=== alu_share_arbiter ===
### Gate-type map, alu_share_arbiter

(2 px per µm)
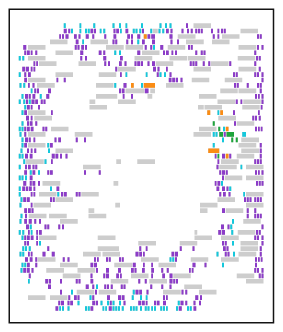
### Wiring by layer, alu_share_arbiter

(2 px per µm) Two of the layers only.
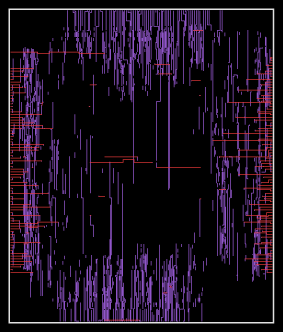
### Cell sizes after repair, alu_share_arbiter

(2 px per µm)
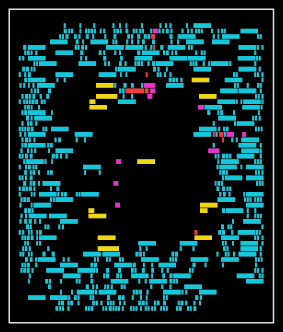
[src/rtl/alu_pkg.sv]
// Shared definitions for the ALU-sharing scheduler: function codes, FSM
// encoding and default datapath dimensions.
package alu_pkg;

  localparam int DEF_WIDTH    = 32;
  localparam int DEF_FUNC_W   = 4;
  localparam int DEF_MAX_FUNC = 8;

  localparam logic [3:0] FN_ADD = 4'd0;
  localparam logic [3:0] FN_SUB = 4'd1;
  localparam logic [3:0] FN_AND = 4'd2;
  localparam logic [3:0] FN_OR  = 4'd3;
  localparam logic [3:0] FN_XOR = 4'd4;
  localparam logic [3:0] FN_NOT = 4'd5;
  localparam logic [3:0] FN_SHL = 4'd6;
  localparam logic [3:0] FN_SRA = 4'd7;
  localparam logic [3:0] FN_SRL = 4'd8;

  typedef enum logic [1:0] {
    ST_IDLE = 2'd0,
    ST_EXEC = 2'd1,
    ST_RESP = 2'd2
  } state_t;

endpackage

[src/rtl/rr_arb2.sv]
// Two-way round-robin grant logic; the caller owns the last-grant pointer.
module rr_arb2 (
  input  logic       valid0,
  input  logic       valid1,
  input  logic       last_grant,
  input  logic       enable,
  output logic [1:0] grant,
  output logic       grant_idx
);

  // On contention the requester that did not win last time is preferred.
  always_comb begin
    grant     = 2'b00;
    grant_idx = 1'b0;
    if (enable) begin
      if (valid0 && valid1) begin
        grant_idx = ~last_grant;
        grant     = last_grant ? 2'b01 : 2'b10;
      end else if (valid0) begin
        grant_idx = 1'b0;
        grant     = 2'b01;
      end else if (valid1) begin
        grant_idx = 1'b1;
        grant     = 2'b10;
      end
    end
  end

endmodule

[src/rtl/alu_share_arbiter.sv]
// Time-shares one combinational ALU between two requesters: accept, execute
// from registered operands, then hold a tagged response until consumed.
module alu_share_arbiter
  import alu_pkg::*;
#(
  parameter int WIDTH    = DEF_WIDTH,
  parameter int FUNC_W   = DEF_FUNC_W,
  parameter int MAX_FUNC = DEF_MAX_FUNC
) (
  input  logic              clk,
  input  logic              rst,
  input  logic              req0_valid,
  output logic              req0_ready,
  input  logic [WIDTH-1:0]  req0_a,
  input  logic [WIDTH-1:0]  req0_b,
  input  logic [FUNC_W-1:0] req0_func,
  input  logic              req1_valid,
  output logic              req1_ready,
  input  logic [WIDTH-1:0]  req1_a,
  input  logic [WIDTH-1:0]  req1_b,
  input  logic [FUNC_W-1:0] req1_func,
  output logic [WIDTH-1:0]  alu_a,
  output logic [WIDTH-1:0]  alu_b,
  output logic [FUNC_W-1:0] alu_func,
  input  logic [WIDTH-1:0]  alu_out,
  input  logic              alu_zero,
  input  logic              alu_sign,
  input  logic              alu_over,
  output logic              rsp_valid,
  input  logic              rsp_ready,
  output logic              rsp_id,
  output logic [WIDTH-1:0]  rsp_out,
  output logic              rsp_zero,
  output logic              rsp_sign,
  output logic              rsp_over,
  output logic              rsp_err
);

  localparam logic [FUNC_W-1:0] MAX_F  = FUNC_W'(MAX_FUNC);
  localparam logic [FUNC_W-1:0] F_ADD  = FUNC_W'(FN_ADD);
  localparam logic [FUNC_W-1:0] F_SUB  = FUNC_W'(FN_SUB);

  state_t            state;
  state_t            state_next;
  logic              last_grant;
  logic [1:0]        grant;
  logic              grant_idx;
  logic              arb_enable;
  logic              accept;
  logic [WIDTH-1:0]  op_a;
  logic [WIDTH-1:0]  op_b;
  logic [FUNC_W-1:0] op_func;
  logic              op_id;
  logic              illegal;
  logic              arith;

  // Ready is suppressed while reset is asserted so every output reads 0.
  assign arb_enable = (state == ST_IDLE) && !rst;
  assign accept     = |grant;
  assign illegal    = op_func > MAX_F;
  assign arith      = (op_func == F_ADD) || (op_func == F_SUB);

  rr_arb2 u_arb (
    .valid0     (req0_valid),
    .valid1     (req1_valid),
    .last_grant (last_grant),
    .enable     (arb_enable),
    .grant      (grant),
    .grant_idx  (grant_idx)
  );

  always_ff @(posedge clk or posedge rst) begin
    if (rst) state <= ST_IDLE;
    else     state <= state_next;
  end

  always_comb begin
    state_next = state;
    case (state)
      ST_IDLE: if (accept) state_next = ST_EXEC;
      ST_EXEC: state_next = ST_RESP;
      ST_RESP: if (rsp_ready) state_next = ST_IDLE;
      default: state_next = ST_IDLE;
    endcase
  end

  always_comb begin
    req0_ready = grant[0];
    req1_ready = grant[1];
    rsp_valid  = (state == ST_RESP);
  end

  // Operand registers feed the ALU in every state; last_grant starts at 1 so req0 wins first.
  always_ff @(posedge clk or posedge rst) begin
    if (rst) begin
      op_a       <= '0;
      op_b       <= '0;
      op_func    <= '0;
      op_id      <= 1'b0;
      last_grant <= 1'b1;
    end else if (accept) begin
      op_a       <= grant_idx ? req1_a    : req0_a;
      op_b       <= grant_idx ? req1_b    : req0_b;
      op_func    <= grant_idx ? req1_func : req0_func;
      op_id      <= grant_idx;
      last_grant <= grant_idx;
    end
  end

  assign alu_a    = op_a;
  assign alu_b    = op_b;
  assign alu_func = op_func;

  // Overflow only has meaning for add/sub; illegal codes report a clean error.
  always_ff @(posedge clk or posedge rst) begin
    if (rst) begin
      rsp_out  <= '0;
      rsp_zero <= 1'b0;
      rsp_sign <= 1'b0;
      rsp_over <= 1'b0;
      rsp_err  <= 1'b0;
      rsp_id   <= 1'b0;
    end else if (state == ST_EXEC) begin
      rsp_id <= op_id;
      if (illegal) begin
        rsp_out  <= '0;
        rsp_zero <= 1'b0;
        rsp_sign <= 1'b0;
        rsp_over <= 1'b0;
        rsp_err  <= 1'b1;
      end else begin
        rsp_out  <= alu_out;
        rsp_zero <= alu_zero;
        rsp_sign <= alu_sign;
        rsp_over <= alu_over & arith;
        rsp_err  <= 1'b0;
      end
    end
  end

endmodule
[config.mk]
export PLATFORM = sky130hd
export DESIGN_NAME = alu_share_arbiter
export DESIGN_NICKNAME = d
export VERILOG_FILES = /design/src/rtl/alu_pkg.sv /design/src/rtl/rr_arb2.sv /design/src/rtl/alu_share_arbiter.sv
export SDC_FILE = /design/constraint.sdc
export NUM_CORES = 1
export LEC_CHECK = 0
export ABC_AREA = 1
export CORE_ASPECT_RATIO = 1.2
export CORE_MARGIN = 4
export CORE_UTILIZATION = 30
export DETAILED_ROUTE_END_ITERATION = 6
export DONT_BUFFER_PORTS = 1
export PLACE_DENSITY_LB_ADDON = 0.3
export SLEW_MARGIN = 20
export SYNTH_ARGS = -nofsm -noshare
export SYNTH_HDL_FRONTEND = slang
export SYNTH_SLANG_ARGS = --single-unit
[constraint.sdc]
create_clock -name clk -period 5.38 [get_ports clk]
set_input_delay 0.807 -clock clk [delete_from_list [all_inputs] [get_ports clk]]
set_output_delay 0.807 -clock clk [all_outputs]
set_load 0.01 [all_outputs]
==> impl_metrics.ini <==
; generated from flow reports
[synthesis]
synth_stat.cells = 764
synthesis.nets = 940
top_cells_by_area = dfrtp_1 (49%), nand2_1 (21%), nand3_1 (13%), inv_1 (9.8%), buf_2 (2.9%)
async_flop_share_pct = 100
synth.distinct_cells = 17

[final_layout]
insertedDiodeCount = 0
dominant_cells = flip-flops and latches
combGateArea_um2 = 1970

[grt]
use_met1_pct = 17.8

[placed_design]
placed_area_um2 = 5570

[critical_path]
crit_arrival_ns = 1.89
path_buffers = 1
reg2regPathDepth = 6
crit_start = rst

[power_and_ir_drop]
clock_power_uw = 733
power_uw = 3320

[floorplan]
die_w_um = 131

[sta]
fmax_mhz = 371
finalHoldViolations = 0

[detailed_routing]
drc = 0

[status]
status = complete, no violations

[clock_network]
cts_resized = 0
About 'Gate-type map' of alu_share_arbiter:
[inverters] cyan | cells: 147 | most used: inv_1 | where: widely spread
[NOR gates] green | cells: 7 | most used: nor2_1 | where: east
[inverting AOI/OAI gates] orange | cells: 8 | most used: o21ai_0
[NAND gates] purple | cells: 451 | most used: nand2_1 | where: widely spread
Final Non-Filler Cells: 964
logic share of the area: 33.4%

About 'Wiring by layer' of alu_share_arbiter:
[met3] red | wire length: 1,220 µm
[met2] purple | wire length: 7,740 µm

About 'Cell sizes after repair' of alu_share_arbiter:
[drive 6 and up] yellow | cells: 14
[drive 1 or less] cyan | cells: 710
[drive 3 to 4] magenta | cells: 11
[drive 2] red | cells: 9


=== serial_subtractor ===
### Close-up of the layout, serial_subtractor

Window x 27 to 57, y 27 to 57 µm. Cells in grey, sequential cells in the stronger grey; small squares are vias.
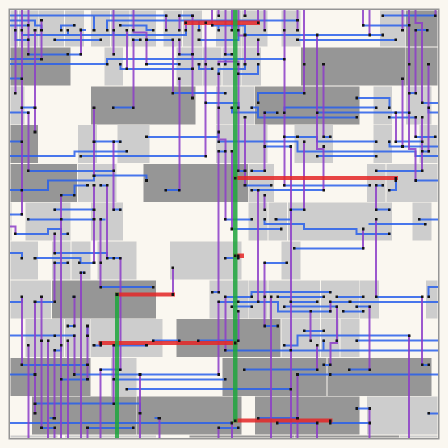
### Wiring heat map, serial_subtractor

(3 px per µm) The die is cut into 17 by 17 equal tiles; dark purple is low, yellow is high, scaled to the fullest tile. Values are wire area over tile area, all layers added.
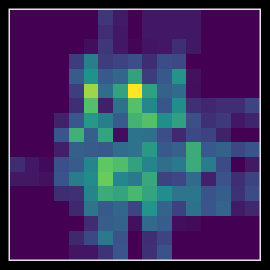
$ cat config.mk
export PLATFORM = sky130hd
export DESIGN_NAME = serial_subtractor
export DESIGN_NICKNAME = d
export VERILOG_FILES = /design/src/rtl/serial_subtractor.sv
export SDC_FILE = /design/constraint.sdc
export NUM_CORES = 1
export LEC_CHECK = 0
export CORE_MARGIN = 10
export CORE_UTILIZATION = 40
export DETAILED_ROUTE_END_ITERATION = 10
export PLACE_DENSITY = 0.67
export RECOVER_POWER = 50
export SLEW_MARGIN = 20
export SYNTH_ARGS = -nofsm -noshare
export SYNTH_HDL_FRONTEND = slang
export SYNTH_SLANG_ARGS = --single-unit
$ cat constraint.sdc
create_clock -name clk_i -period 1.9 [get_ports clk_i]
set_clock_uncertainty 0.15 [all_clocks]
set_input_delay 0.38 -clock clk_i [delete_from_list [all_inputs] [get_ports clk_i]]
set_output_delay 0.38 -clock clk_i [all_outputs]
set_load 0.1 [all_outputs]
$ cat src/rtl/serial_subtractor.sv
// Bit-serial subtractor: D = A - B - Bin, one bit per clock LSB first through one full-subtractor cell.
// Optional SERIAL_SUB_OVF_EN adds a registered two's-complement overflow output Ovf_o.
module serial_subtractor #(
    parameter int WIDTH = 8
) (
    input  logic             clk_i,
    input  logic             rst_i,
    input  logic             start_i,
    input  logic [WIDTH-1:0] A_i,
    input  logic [WIDTH-1:0] B_i,
    input  logic             Bin_i,
    output logic             busy_o,
    output logic             done_o,
    output logic [WIDTH-1:0] D_o,
    output logic             Bout_o
`ifdef SERIAL_SUB_OVF_EN
    ,
    output logic             Ovf_o
`endif
);

    localparam int CNT_W = ($clog2(WIDTH) < 1) ? 1 : $clog2(WIDTH);
    localparam logic [CNT_W-1:0] CNT_LAST = CNT_W'(WIDTH - 1);

    typedef enum logic [1:0] {IDLE, RUN, DONE} state_t;

    state_t           state, state_next;
    logic [WIDTH-1:0] a_sr, b_sr, res_sr;
    logic             br;
    logic [CNT_W-1:0] cnt;
    logic             a_bit, b_bit, d_bit, br_next, last;

`ifdef SERIAL_SUB_OVF_EN
    logic a_msb, b_msb;
`endif

    // Returns {borrow_out, difference} for a single bit position.
    function automatic logic [1:0] full_sub(input logic a, input logic b, input logic bin);
        full_sub = {(~a & b) | (~(a ^ b) & bin), a ^ b ^ bin};
    endfunction

    assign a_bit            = a_sr[0];
    assign b_bit            = b_sr[0];
    assign {br_next, d_bit} = full_sub(a_bit, b_bit, br);
    assign last             = (cnt == CNT_LAST);

    assign busy_o = (state == RUN);
    assign done_o = (state == DONE);

    always_comb begin
        state_next = state;
        case (state)
            IDLE:    if (start_i) state_next = RUN;
            RUN:     if (last) state_next = DONE;
            DONE:    state_next = IDLE;
            default: state_next = IDLE;
        endcase
    end

    always_ff @(posedge clk_i) begin
        if (rst_i) begin
            state  <= IDLE;
            a_sr   <= '0;
            b_sr   <= '0;
            res_sr <= '0;
            br     <= 1'b0;
            cnt    <= '0;
            D_o    <= '0;
            Bout_o <= 1'b0;
`ifdef SERIAL_SUB_OVF_EN
            a_msb  <= 1'b0;
            b_msb  <= 1'b0;
            Ovf_o  <= 1'b0;
`endif
        end else begin
            state <= state_next;
            case (state)
                IDLE: begin
                    if (start_i) begin
                        a_sr <= A_i;
                        b_sr <= B_i;
                        br   <= Bin_i;
                        cnt  <= '0;
`ifdef SERIAL_SUB_OVF_EN
                        a_msb <= A_i[WIDTH-1];
                        b_msb <= B_i[WIDTH-1];
`endif
                    end
                end
                RUN: begin
                    a_sr   <= {1'b0, a_sr[WIDTH-1:1]};
                    b_sr   <= {1'b0, b_sr[WIDTH-1:1]};
                    res_sr <= {d_bit, res_sr[WIDTH-1:1]};
                    br     <= br_next;
                    cnt    <= cnt + CNT_W'(1);
                    // The final bit is folded in directly so outputs update on the RUN->DONE edge.
                    if (last) begin
                        D_o    <= {d_bit, res_sr[WIDTH-1:1]};
                        Bout_o <= br_next;
`ifdef SERIAL_SUB_OVF_EN
                        Ovf_o  <= (a_msb ^ b_msb) & (d_bit ^ a_msb);
`endif
                    end
                end
                default: ;
            endcase
        end
    end

endmodule

==> impl_metrics.ini <==
; generated from flow reports
[final_layout]
clkbuf_count = 7
inverters = 5
fin_area_um2 = 1940
signal_buffers = 34

[power_and_ir_drop]
seq_power_share_pct = 54.6
p_int_uw = 1190

[min_path]
hp-class = reg2reg

[critical_path]
cp.depth = 3
rr_startpoint = cnt[0]$_SDFFE_PP0P_
crit_start = state[1]$_SDFFE_PP0P_

[grt]
use_met2_pct = 16.6
grt_pass1_wl_um = 5920

[status]
status = complete, no violations

[placed_design]
dp_hpwl_um = 2420

[sta]
post-route-period-util_pct = 92.1

[floorplan]
die-height_um = 83.2

[detailed_routing]
wl_met1_um = 1430
drc = 0
## Picture notes: 'Close-up of the layout' of serial_subtractor
[met1] blue
[met4] green
[met3] red
[met2] purple
sequential cells in the window: 14
netlist names of flops here include: `a_sr` (4), `res_sr` (4), `state` (2)
cells with their middle in the window: 71
most frequent: nand2_1 (17), dfxtp_1 (14), a21oi_1 (9)

## Picture notes: 'Wiring heat map' of serial_subtractor
emptiest ninth of the die: north-east
nearly empty tiles: 38%
fullest tile: 0.42
densest ninth of the die: centre
via count: 1,247
GRT Util Overall: 9.93%
routed wire length: 3250 µm
WL per Instance: 13.2 µm


=== line_addr_seq ===
$ cat config.mk
export PLATFORM = sky130hd
export DESIGN_NAME = line_addr_seq
export DESIGN_NICKNAME = d
export VERILOG_FILES = /design/src/rtl/line_addr_seq.sv
export SDC_FILE = /design/constraint.sdc
export NUM_CORES = 1
export LEC_CHECK = 0
export CAP_MARGIN = 20
export CORE_ASPECT_RATIO = 0.5
export CORE_UTILIZATION = 30
export DETAILED_ROUTE_END_ITERATION = 12
export PLACE_DENSITY = 0.7
export SLEW_MARGIN = 20
export SYNTH_ARGS = -nofsm -noshare
export SYNTH_HDL_FRONTEND = slang
export SYNTH_SLANG_ARGS = --single-unit
export TNS_END_PERCENT = 100
$ cat constraint.sdc
create_clock -name clk -period 1.3 [get_ports clk]
set_input_delay 0.13 -clock clk [delete_from_list [all_inputs] [get_ports clk]]
set_output_delay 0.13 -clock clk [all_outputs]
set_load 0.02 [all_outputs]
$ cat src/rtl/line_addr_seq.sv
// Rebuilds line-aligned and per-beat byte addresses from a latched {tag, index} and sequences one cache-line burst.
// Request is issued the cycle after start; beats are counted combinationally on data_ok; done pulses one cycle after the last beat.
module line_addr_seq #(
  parameter int BYTES_PER_LINE = 16,
  parameter int NUM_LINE       = 256,
  parameter int OFFSET_WIDTH   = $clog2(BYTES_PER_LINE),
  parameter int INDEX_WIDTH    = $clog2(NUM_LINE),
  parameter int TAG_WIDTH      = 32 - OFFSET_WIDTH - INDEX_WIDTH
) (
  input  logic                    clk,
  input  logic                    resetn,
  input  logic                    start,
  input  logic                    is_write,
  input  logic [TAG_WIDTH-1:0]    tag,
  input  logic [INDEX_WIDTH-1:0]  index,
  output logic                    busy,
  output logic                    done,
  output logic                    req,
  output logic                    wr,
  output logic [7:0]              len,
  output logic [31:0]             addr,
  input  logic                    addr_ok,
  input  logic                    data_ok,
  output logic                    beat_valid,
  output logic [OFFSET_WIDTH-1:0] beat_offset,
  output logic [31:0]             beat_addr
);

  localparam int WORDS = BYTES_PER_LINE / 4;
  localparam int CNT_W = OFFSET_WIDTH - 2;

  typedef enum logic [1:0] {
    IDLE,
    REQ,
    DATA,
    DONE
  } state_t;

  state_t                 state, state_d;
  logic [CNT_W-1:0]       cnt, cnt_d;
  logic [TAG_WIDTH-1:0]   tag_q;
  logic [INDEX_WIDTH-1:0] index_q;
  logic                   wr_q;
  logic                   load;

  always_ff @(posedge clk) begin
    if (!resetn) begin
      state   <= IDLE;
      cnt     <= '0;
      tag_q   <= '0;
      index_q <= '0;
      wr_q    <= 1'b0;
    end else begin
      state <= state_d;
      cnt   <= cnt_d;
      if (load) begin
        tag_q   <= tag;
        index_q <= index;
        wr_q    <= is_write;
      end
    end
  end

  always_comb begin
    state_d    = state;
    cnt_d      = cnt;
    load       = 1'b0;
    busy       = 1'b0;
    done       = 1'b0;
    req        = 1'b0;
    beat_valid = 1'b0;
    case (state)
      IDLE: begin
        if (start) begin
          state_d = REQ;
          cnt_d   = '0;
          load    = 1'b1;
        end
      end
      REQ: begin
        busy = 1'b1;
        req  = 1'b1;
        if (addr_ok) state_d = DATA;
      end
      DATA: begin
        busy       = 1'b1;
        beat_valid = data_ok;
        if (data_ok) begin
          // Last beat wraps the counter so it never exceeds WORDS-1.
          if (cnt == CNT_W'(WORDS - 1)) begin
            cnt_d   = '0;
            state_d = DONE;
          end else begin
            cnt_d = cnt + CNT_W'(1);
          end
        end
      end
      DONE: begin
        busy    = 1'b1;
        done    = 1'b1;
        state_d = IDLE;
      end
      default: state_d = IDLE;
    endcase
  end

  assign wr          = wr_q;
  assign len         = 8'(WORDS - 1);
  assign addr        = {tag_q, index_q, {OFFSET_WIDTH{1'b0}}};
  assign beat_offset = {cnt, 2'b00};
  assign beat_addr   = {tag_q, index_q, beat_offset};

endmodule

==> impl_metrics.ini <==
; generated from flow reports
[placed_design]
place_ws_ns = -0.216

[floorplan]
chipArea_um2 = 6340

[synthesis]
fa_ha_area_share_pct = 4.86
syn_avg_cell_area_um2 = 8.62

[critical_path]
crit_slowest_cell = dfxtp_2

[status]
violations = DRC, setup timing
status = finished, violations left

[detailed_routing]
dr_wl_met3_um = 204
drc = 6

[sta]
clock_skew_ns = 0.00200
final.setup.worst_slack_ns = -0.0338
setup_viol = 2
finalHoldViolations = 0

[final_layout]
sh_comb_area_pct = 30.5
fin_area_um2 = 2910

[clock_network]
cts.path.max_buffers = 2
### Placement view, line_addr_seq

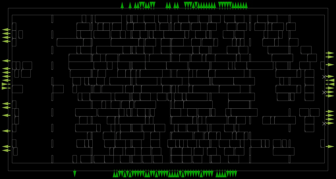
fraction of area in registers: 22.9%
Row Count: 19
TAP cells: 73


=== alu ===
### Placement view, alu

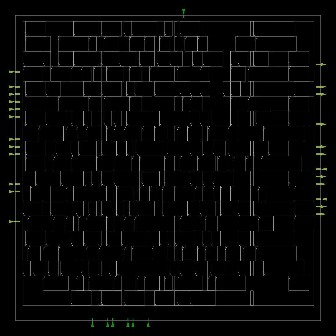
### Gate-type map, alu

(6 px per µm)
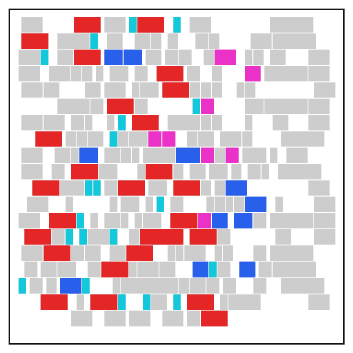
### Wiring heat map, alu

(4 px per µm) The die is cut into 11 by 11 equal tiles; dark purple is low, yellow is high, scaled to the fullest tile. Values are wire area over tile area, all layers added.
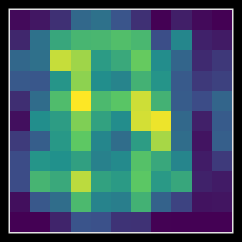
<file path="src/rtl/alu.sv">
// alu: 8-bit registered arithmetic/logic unit for the accumulator CPU datapath.
// One result and its carry/zero flags are captured on every rising clock edge.
// The result and flags come straight from flops, so they cannot glitch between edges.
module alu (
  input  logic       clk_i,
  input  logic       rst_i,
  input  logic [7:0] x_i,
  input  logic [7:0] y_i,
  input  logic [2:0] op_i,
  output logic [7:0] r_o,
  output logic [1:0] flags_o
);

  // Operation encodings
  localparam logic [2:0] OP_ADD = 3'b000;
  localparam logic [2:0] OP_SUB = 3'b001;
  localparam logic [2:0] OP_AND = 3'b010;
  localparam logic [2:0] OP_OR  = 3'b011;
  localparam logic [2:0] OP_XOR = 3'b100;
  localparam logic [2:0] OP_NOT = 3'b101;
  localparam logic [2:0] OP_SHL = 3'b110;
  localparam logic [2:0] OP_SHR = 3'b111;

  // Each helper returns {carry, result}.

  // 9-bit sum; the top bit is the unsigned overflow.
  function automatic logic [8:0] op_add(input logic [7:0] a, input logic [7:0] b);
    op_add = {1'b0, a} + {1'b0, b};
  endfunction

  // 9-bit difference; the top bit is the borrow, set when a < b unsigned.
  function automatic logic [8:0] op_sub(input logic [7:0] a, input logic [7:0] b);
    op_sub = {1'b0, a} - {1'b0, b};
  endfunction

  // Left shift by one; the bit shifted out becomes the carry.
  function automatic logic [8:0] op_shl(input logic [7:0] a);
    op_shl = {a[7], a[6:0], 1'b0};
  endfunction

  // Right shift by one, zero fill; the bit shifted out becomes the carry.
  function automatic logic [8:0] op_shr(input logic [7:0] a);
    op_shr = {a[0], 1'b0, a[7:1]};
  endfunction

  logic [8:0] cr_s;      // {carry, result} of the selected operation
  logic [7:0] res_s;
  logic       carry_s;
  logic       zero_s;

  logic [7:0] r_r;
  logic [1:0] flags_r;

  // Select the operation result and carry for the current inputs.
  always_comb begin
    cr_s = 9'h000;
    case (op_i)
      OP_ADD:  cr_s = op_add(x_i, y_i);
      OP_SUB:  cr_s = op_sub(x_i, y_i);
      OP_AND:  cr_s = {1'b0, x_i & y_i};
      OP_OR:   cr_s = {1'b0, x_i | y_i};
      OP_XOR:  cr_s = {1'b0, x_i ^ y_i};
      OP_NOT:  cr_s = {1'b0, ~x_i};
      OP_SHL:  cr_s = op_shl(x_i);
      OP_SHR:  cr_s = op_shr(x_i);
      default: cr_s = 9'h000;
    endcase
  end

  // Split carry/result and derive zero from the 8-bit result for every opcode.
  always_comb begin
    res_s   = cr_s[7:0];
    carry_s = cr_s[8];
    if (cr_s[7:0] == 8'h00) begin
      zero_s = 1'b1;
    end else begin
      zero_s = 1'b0;
    end
  end

  // Result/flag register; reset wins over any operation in the same cycle.
  always_ff @(posedge clk_i) begin
    if (rst_i) begin
      r_r     <= 8'h00;
      flags_r <= 2'b00;
    end else begin
      r_r     <= res_s;
      flags_r <= {carry_s, zero_s};
    end
  end

  assign r_o     = r_r;
  assign flags_o = flags_r;

endmodule

</file>
<file path="config.mk">
export PLATFORM = sky130hd
export DESIGN_NAME = alu
export DESIGN_NICKNAME = d
export VERILOG_FILES = /design/src/rtl/alu.sv
export SDC_FILE = /design/constraint.sdc
export NUM_CORES = 1
export LEC_CHECK = 0
export CORE_UTILIZATION = 57
export CTS_CLUSTER_DIAMETER = 50
export DETAILED_ROUTE_END_ITERATION = 8
export PLACE_DENSITY = 0.85
export SLEW_MARGIN = 20
export SYNTH_ARGS = -nofsm -noshare
export SYNTH_HDL_FRONTEND = slang
export SYNTH_SLANG_ARGS = --single-unit
</file>
<file path="constraint.sdc">
create_clock -name clk_i -period 7.89 [get_ports clk_i]
set_input_delay 1.1835 -clock clk_i [delete_from_list [all_inputs] [get_ports clk_i]]
set_output_delay 1.1835 -clock clk_i [all_outputs]
set_load 0.01 [all_outputs]
</file>
==> impl_metrics.ini <==
; generated from flow reports
[status]
status = complete, no violations

[min_path]
hold_depth = 2

[power_and_ir_drop]
power_leader = combinational cells
seq_power_share_pct = 26.8

[final_layout]
largest_reg_flops = 8
layout_top_cells = clkdlybuf4s50_1 (30), ha_1 (25), inv_1 (20)
nets = 283

[grt]
grt_use_met3_pct = 0.937
overflow = 0

[detailed_routing]
wl_per_cell_um = 14.2
wl_met2_um = 1800

[clock_network]
cts_tree = built

[sta]
post-route-period-util_pct = 54.3
holdWs_ns = 1.73

[critical_path]
critPathMaxFanout = 23

[synthesis]
synthXorXnorAreaFrac_pct = 3.76
compound_area_share_pct = 24.5

[floorplan]
rows = 19
About 'Placement view' of alu:
Final Non-Filler Cells: 265
fin util: 71.1%
Core ar.: 2730 µm²

About 'Gate-type map' of alu:
[adder and majority cells] red | cells: 26 | most used: ha_1
[inverters] cyan | cells: 20 | most used: inv_1
[AND-OR and OR-AND gates] blue | cells: 11
[AND and OR gates] magenta | cells: 8 | most used: or2_2
logic share of the area: 66.5%
Commonest Layout Cell: clkdlybuf4s50_1

About 'Wiring heat map' of alu:
mean over tiles: 0.19
densest ninth of the die: centre
tiles over half the peak: 36%


=== isr_level_decoder ===
[src/rtl/isr_level_decoder.sv]
// Interrupt acknowledge path: INT generation, two-pulse INTA handshake, ISR set/clear and vector drive.
// Optional build macro AUTO_EOI_EN clears the serviced ISR bit at the end of the second INTA pulse.
module isr_level_decoder #(
  parameter int VEC_W = 5
) (
  input  logic             clk,
  input  logic             rst,
  input  logic             int_req,
  input  logic [2:0]       level_in,
  input  logic             inta_n,
  input  logic             eoi_valid,
  input  logic             eoi_specific,
  input  logic [2:0]       eoi_level,
  input  logic [VEC_W-1:0] vector_base,
  output logic             int_out,
  output logic [7:0]       isr,
  output logic [7:0]       data_out,
  output logic             data_oe
);

  typedef enum logic [1:0] {
    IDLE = 2'd0,
    REQ  = 2'd1,
    ACK1 = 2'd2,
    ACK2 = 2'd3
  } state_t;

  state_t     state, state_next;
  logic       inta_q;
  logic [2:0] lvl_q, lvl_next;
  logic       int_next, data_oe_next;
  logic [7:0] data_out_next;
  logic [7:0] set_mask, clr_mask;
  logic       inta_fall, inta_rise;
  logic       isr_any;
  logic [2:0] isr_top;
  logic       qualified;
`ifdef AUTO_EOI_EN
  logic       spur_q, spur_next;
`endif

  assign inta_fall = inta_q & ~inta_n;
  assign inta_rise = ~inta_q & inta_n;

  // Highest in-service level; ascending scan so the last hit wins.
  always_comb begin
    isr_any = 1'b0;
    isr_top = 3'd0;
    for (int i = 0; i < 8; i++) begin
      if (isr[i]) begin
        isr_any = 1'b1;
        isr_top = 3'(i);
      end
    end
  end

  assign qualified = int_req && (!isr_any || (level_in > isr_top));

  always_comb begin
    state_next    = state;
    lvl_next      = lvl_q;
    int_next      = int_out;
    data_oe_next  = data_oe;
    data_out_next = data_out;
    set_mask      = 8'h00;
    clr_mask      = 8'h00;
`ifdef AUTO_EOI_EN
    spur_next     = spur_q;
`endif

    if (eoi_valid) begin
      if (eoi_specific)
        clr_mask = 8'b1 << eoi_level;
      else if (isr_any)
        clr_mask = 8'b1 << isr_top;
    end

    case (state)
      IDLE: begin
        if (qualified) begin
          state_next = REQ;
          int_next   = 1'b1;
        end
      end
      REQ: begin
        if (inta_fall) begin
          state_next = ACK1;
          int_next   = 1'b0;
          if (int_req) begin
            lvl_next = level_in;
            set_mask = 8'b1 << level_in;
          end else begin
            lvl_next = 3'd7;
          end
`ifdef AUTO_EOI_EN
          spur_next = ~int_req;
`endif
        end
      end
      ACK1: begin
        if (inta_fall) begin
          state_next    = ACK2;
          data_out_next = {vector_base, lvl_q};
          data_oe_next  = 1'b1;
        end
      end
      ACK2: begin
        if (inta_rise) begin
          state_next   = IDLE;
          data_oe_next = 1'b0;
`ifdef AUTO_EOI_EN
          if (!spur_q)
            clr_mask = clr_mask | (8'b1 << lvl_q);
`endif
        end
      end
      default: state_next = IDLE;
    endcase
  end

  always_ff @(posedge clk) begin
    if (rst) begin
      state    <= IDLE;
      inta_q   <= 1'b1;
      lvl_q    <= 3'd0;
      int_out  <= 1'b0;
      isr      <= 8'h00;
      data_out <= 8'h00;
      data_oe  <= 1'b0;
`ifdef AUTO_EOI_EN
      spur_q   <= 1'b0;
`endif
    end else begin
      state    <= state_next;
      inta_q   <= inta_n;
      lvl_q    <= lvl_next;
      int_out  <= int_next;
      // Set wins over a clear of the same bit in one cycle.
      isr      <= (isr & ~clr_mask) | set_mask;
      data_out <= data_out_next;
      data_oe  <= data_oe_next;
`ifdef AUTO_EOI_EN
      spur_q   <= spur_next;
`endif
    end
  end

endmodule

[config.mk]
export PLATFORM = sky130hd
export DESIGN_NAME = isr_level_decoder
export DESIGN_NICKNAME = d
export VERILOG_FILES = /design/src/rtl/isr_level_decoder.sv
export SDC_FILE = /design/constraint.sdc
export NUM_CORES = 1
export LEC_CHECK = 0
export ABC_AREA = 1
export CAP_MARGIN = 10
export CORE_ASPECT_RATIO = 0.7
export CORE_MARGIN = 8
export CORE_UTILIZATION = 48
export DETAILED_ROUTE_END_ITERATION = 6
export GPL_TIMING_DRIVEN = 1
export HOLD_SLACK_MARGIN = 0.08
export PLACE_DENSITY = 0.79
export SYNTH_ARGS = -nofsm -noshare
export SYNTH_HDL_FRONTEND = slang
export SYNTH_SLANG_ARGS = --single-unit
[constraint.sdc]
create_clock -name clk -period 2.1 [get_ports clk]
set_clock_uncertainty 0.1 [all_clocks]
set_input_delay 0.525 -clock clk [delete_from_list [all_inputs] [get_ports clk]]
set_output_delay 0.525 -clock clk [all_outputs]
set_load 0.03 [all_outputs]
==> impl_metrics.ini <==
; generated from flow reports
[final_layout]
logic_gates = 144

[synthesis]
common_cells = nand2_1 (54), inv_1 (30), dfxtp_1 (24)
top_area_cell = dfxtp_1
syn_avg_cell_area_um2 = 6.52

[floorplan]
initCoreUtil_pct = 49.1

[placed_design]
dp_hpwl_um = 2770

[min_path]
min_from = data_out[5]$_SDFFE_PP0P_

[job]
cap_violations = 0

[critical_path]
setup.worst_path.end_class = primary output
crit_arrival_ns = 1.35
crit_start = isr[7]$_SDFF_PP0_

[status]
status = complete, no violations

[grt]
grt_use_met3_pct = 5.71
use_met2_pct = 20.9

[clock_network]
clockRootBuffer = clkbuf_8
clk_pin_slew_ns = 0.08

[sta]
rsz0062_at_grt = false
### Wiring by layer, isr_level_decoder

(4 px per µm) Two of the layers only.
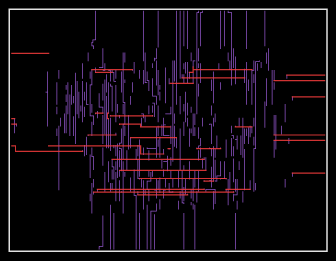
[met3] red | wire length: 382 µm
[met2] purple | wire length: 1,470 µm



==> layout pictures side by side <==
Placement view.
picture 1
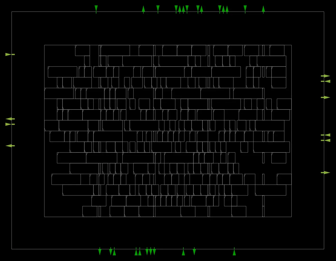
picture 2
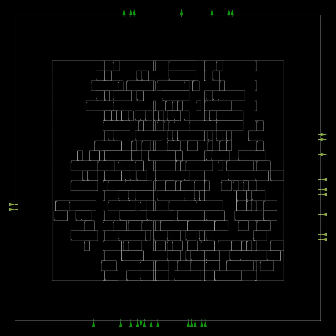
picture 3
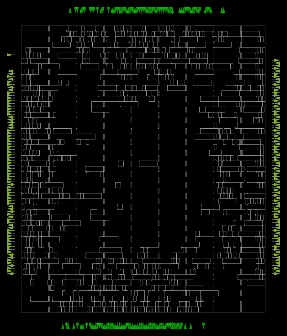
picture 2: serial_subtractor
picture 1: isr_level_decoder
picture 3: alu_share_arbiter

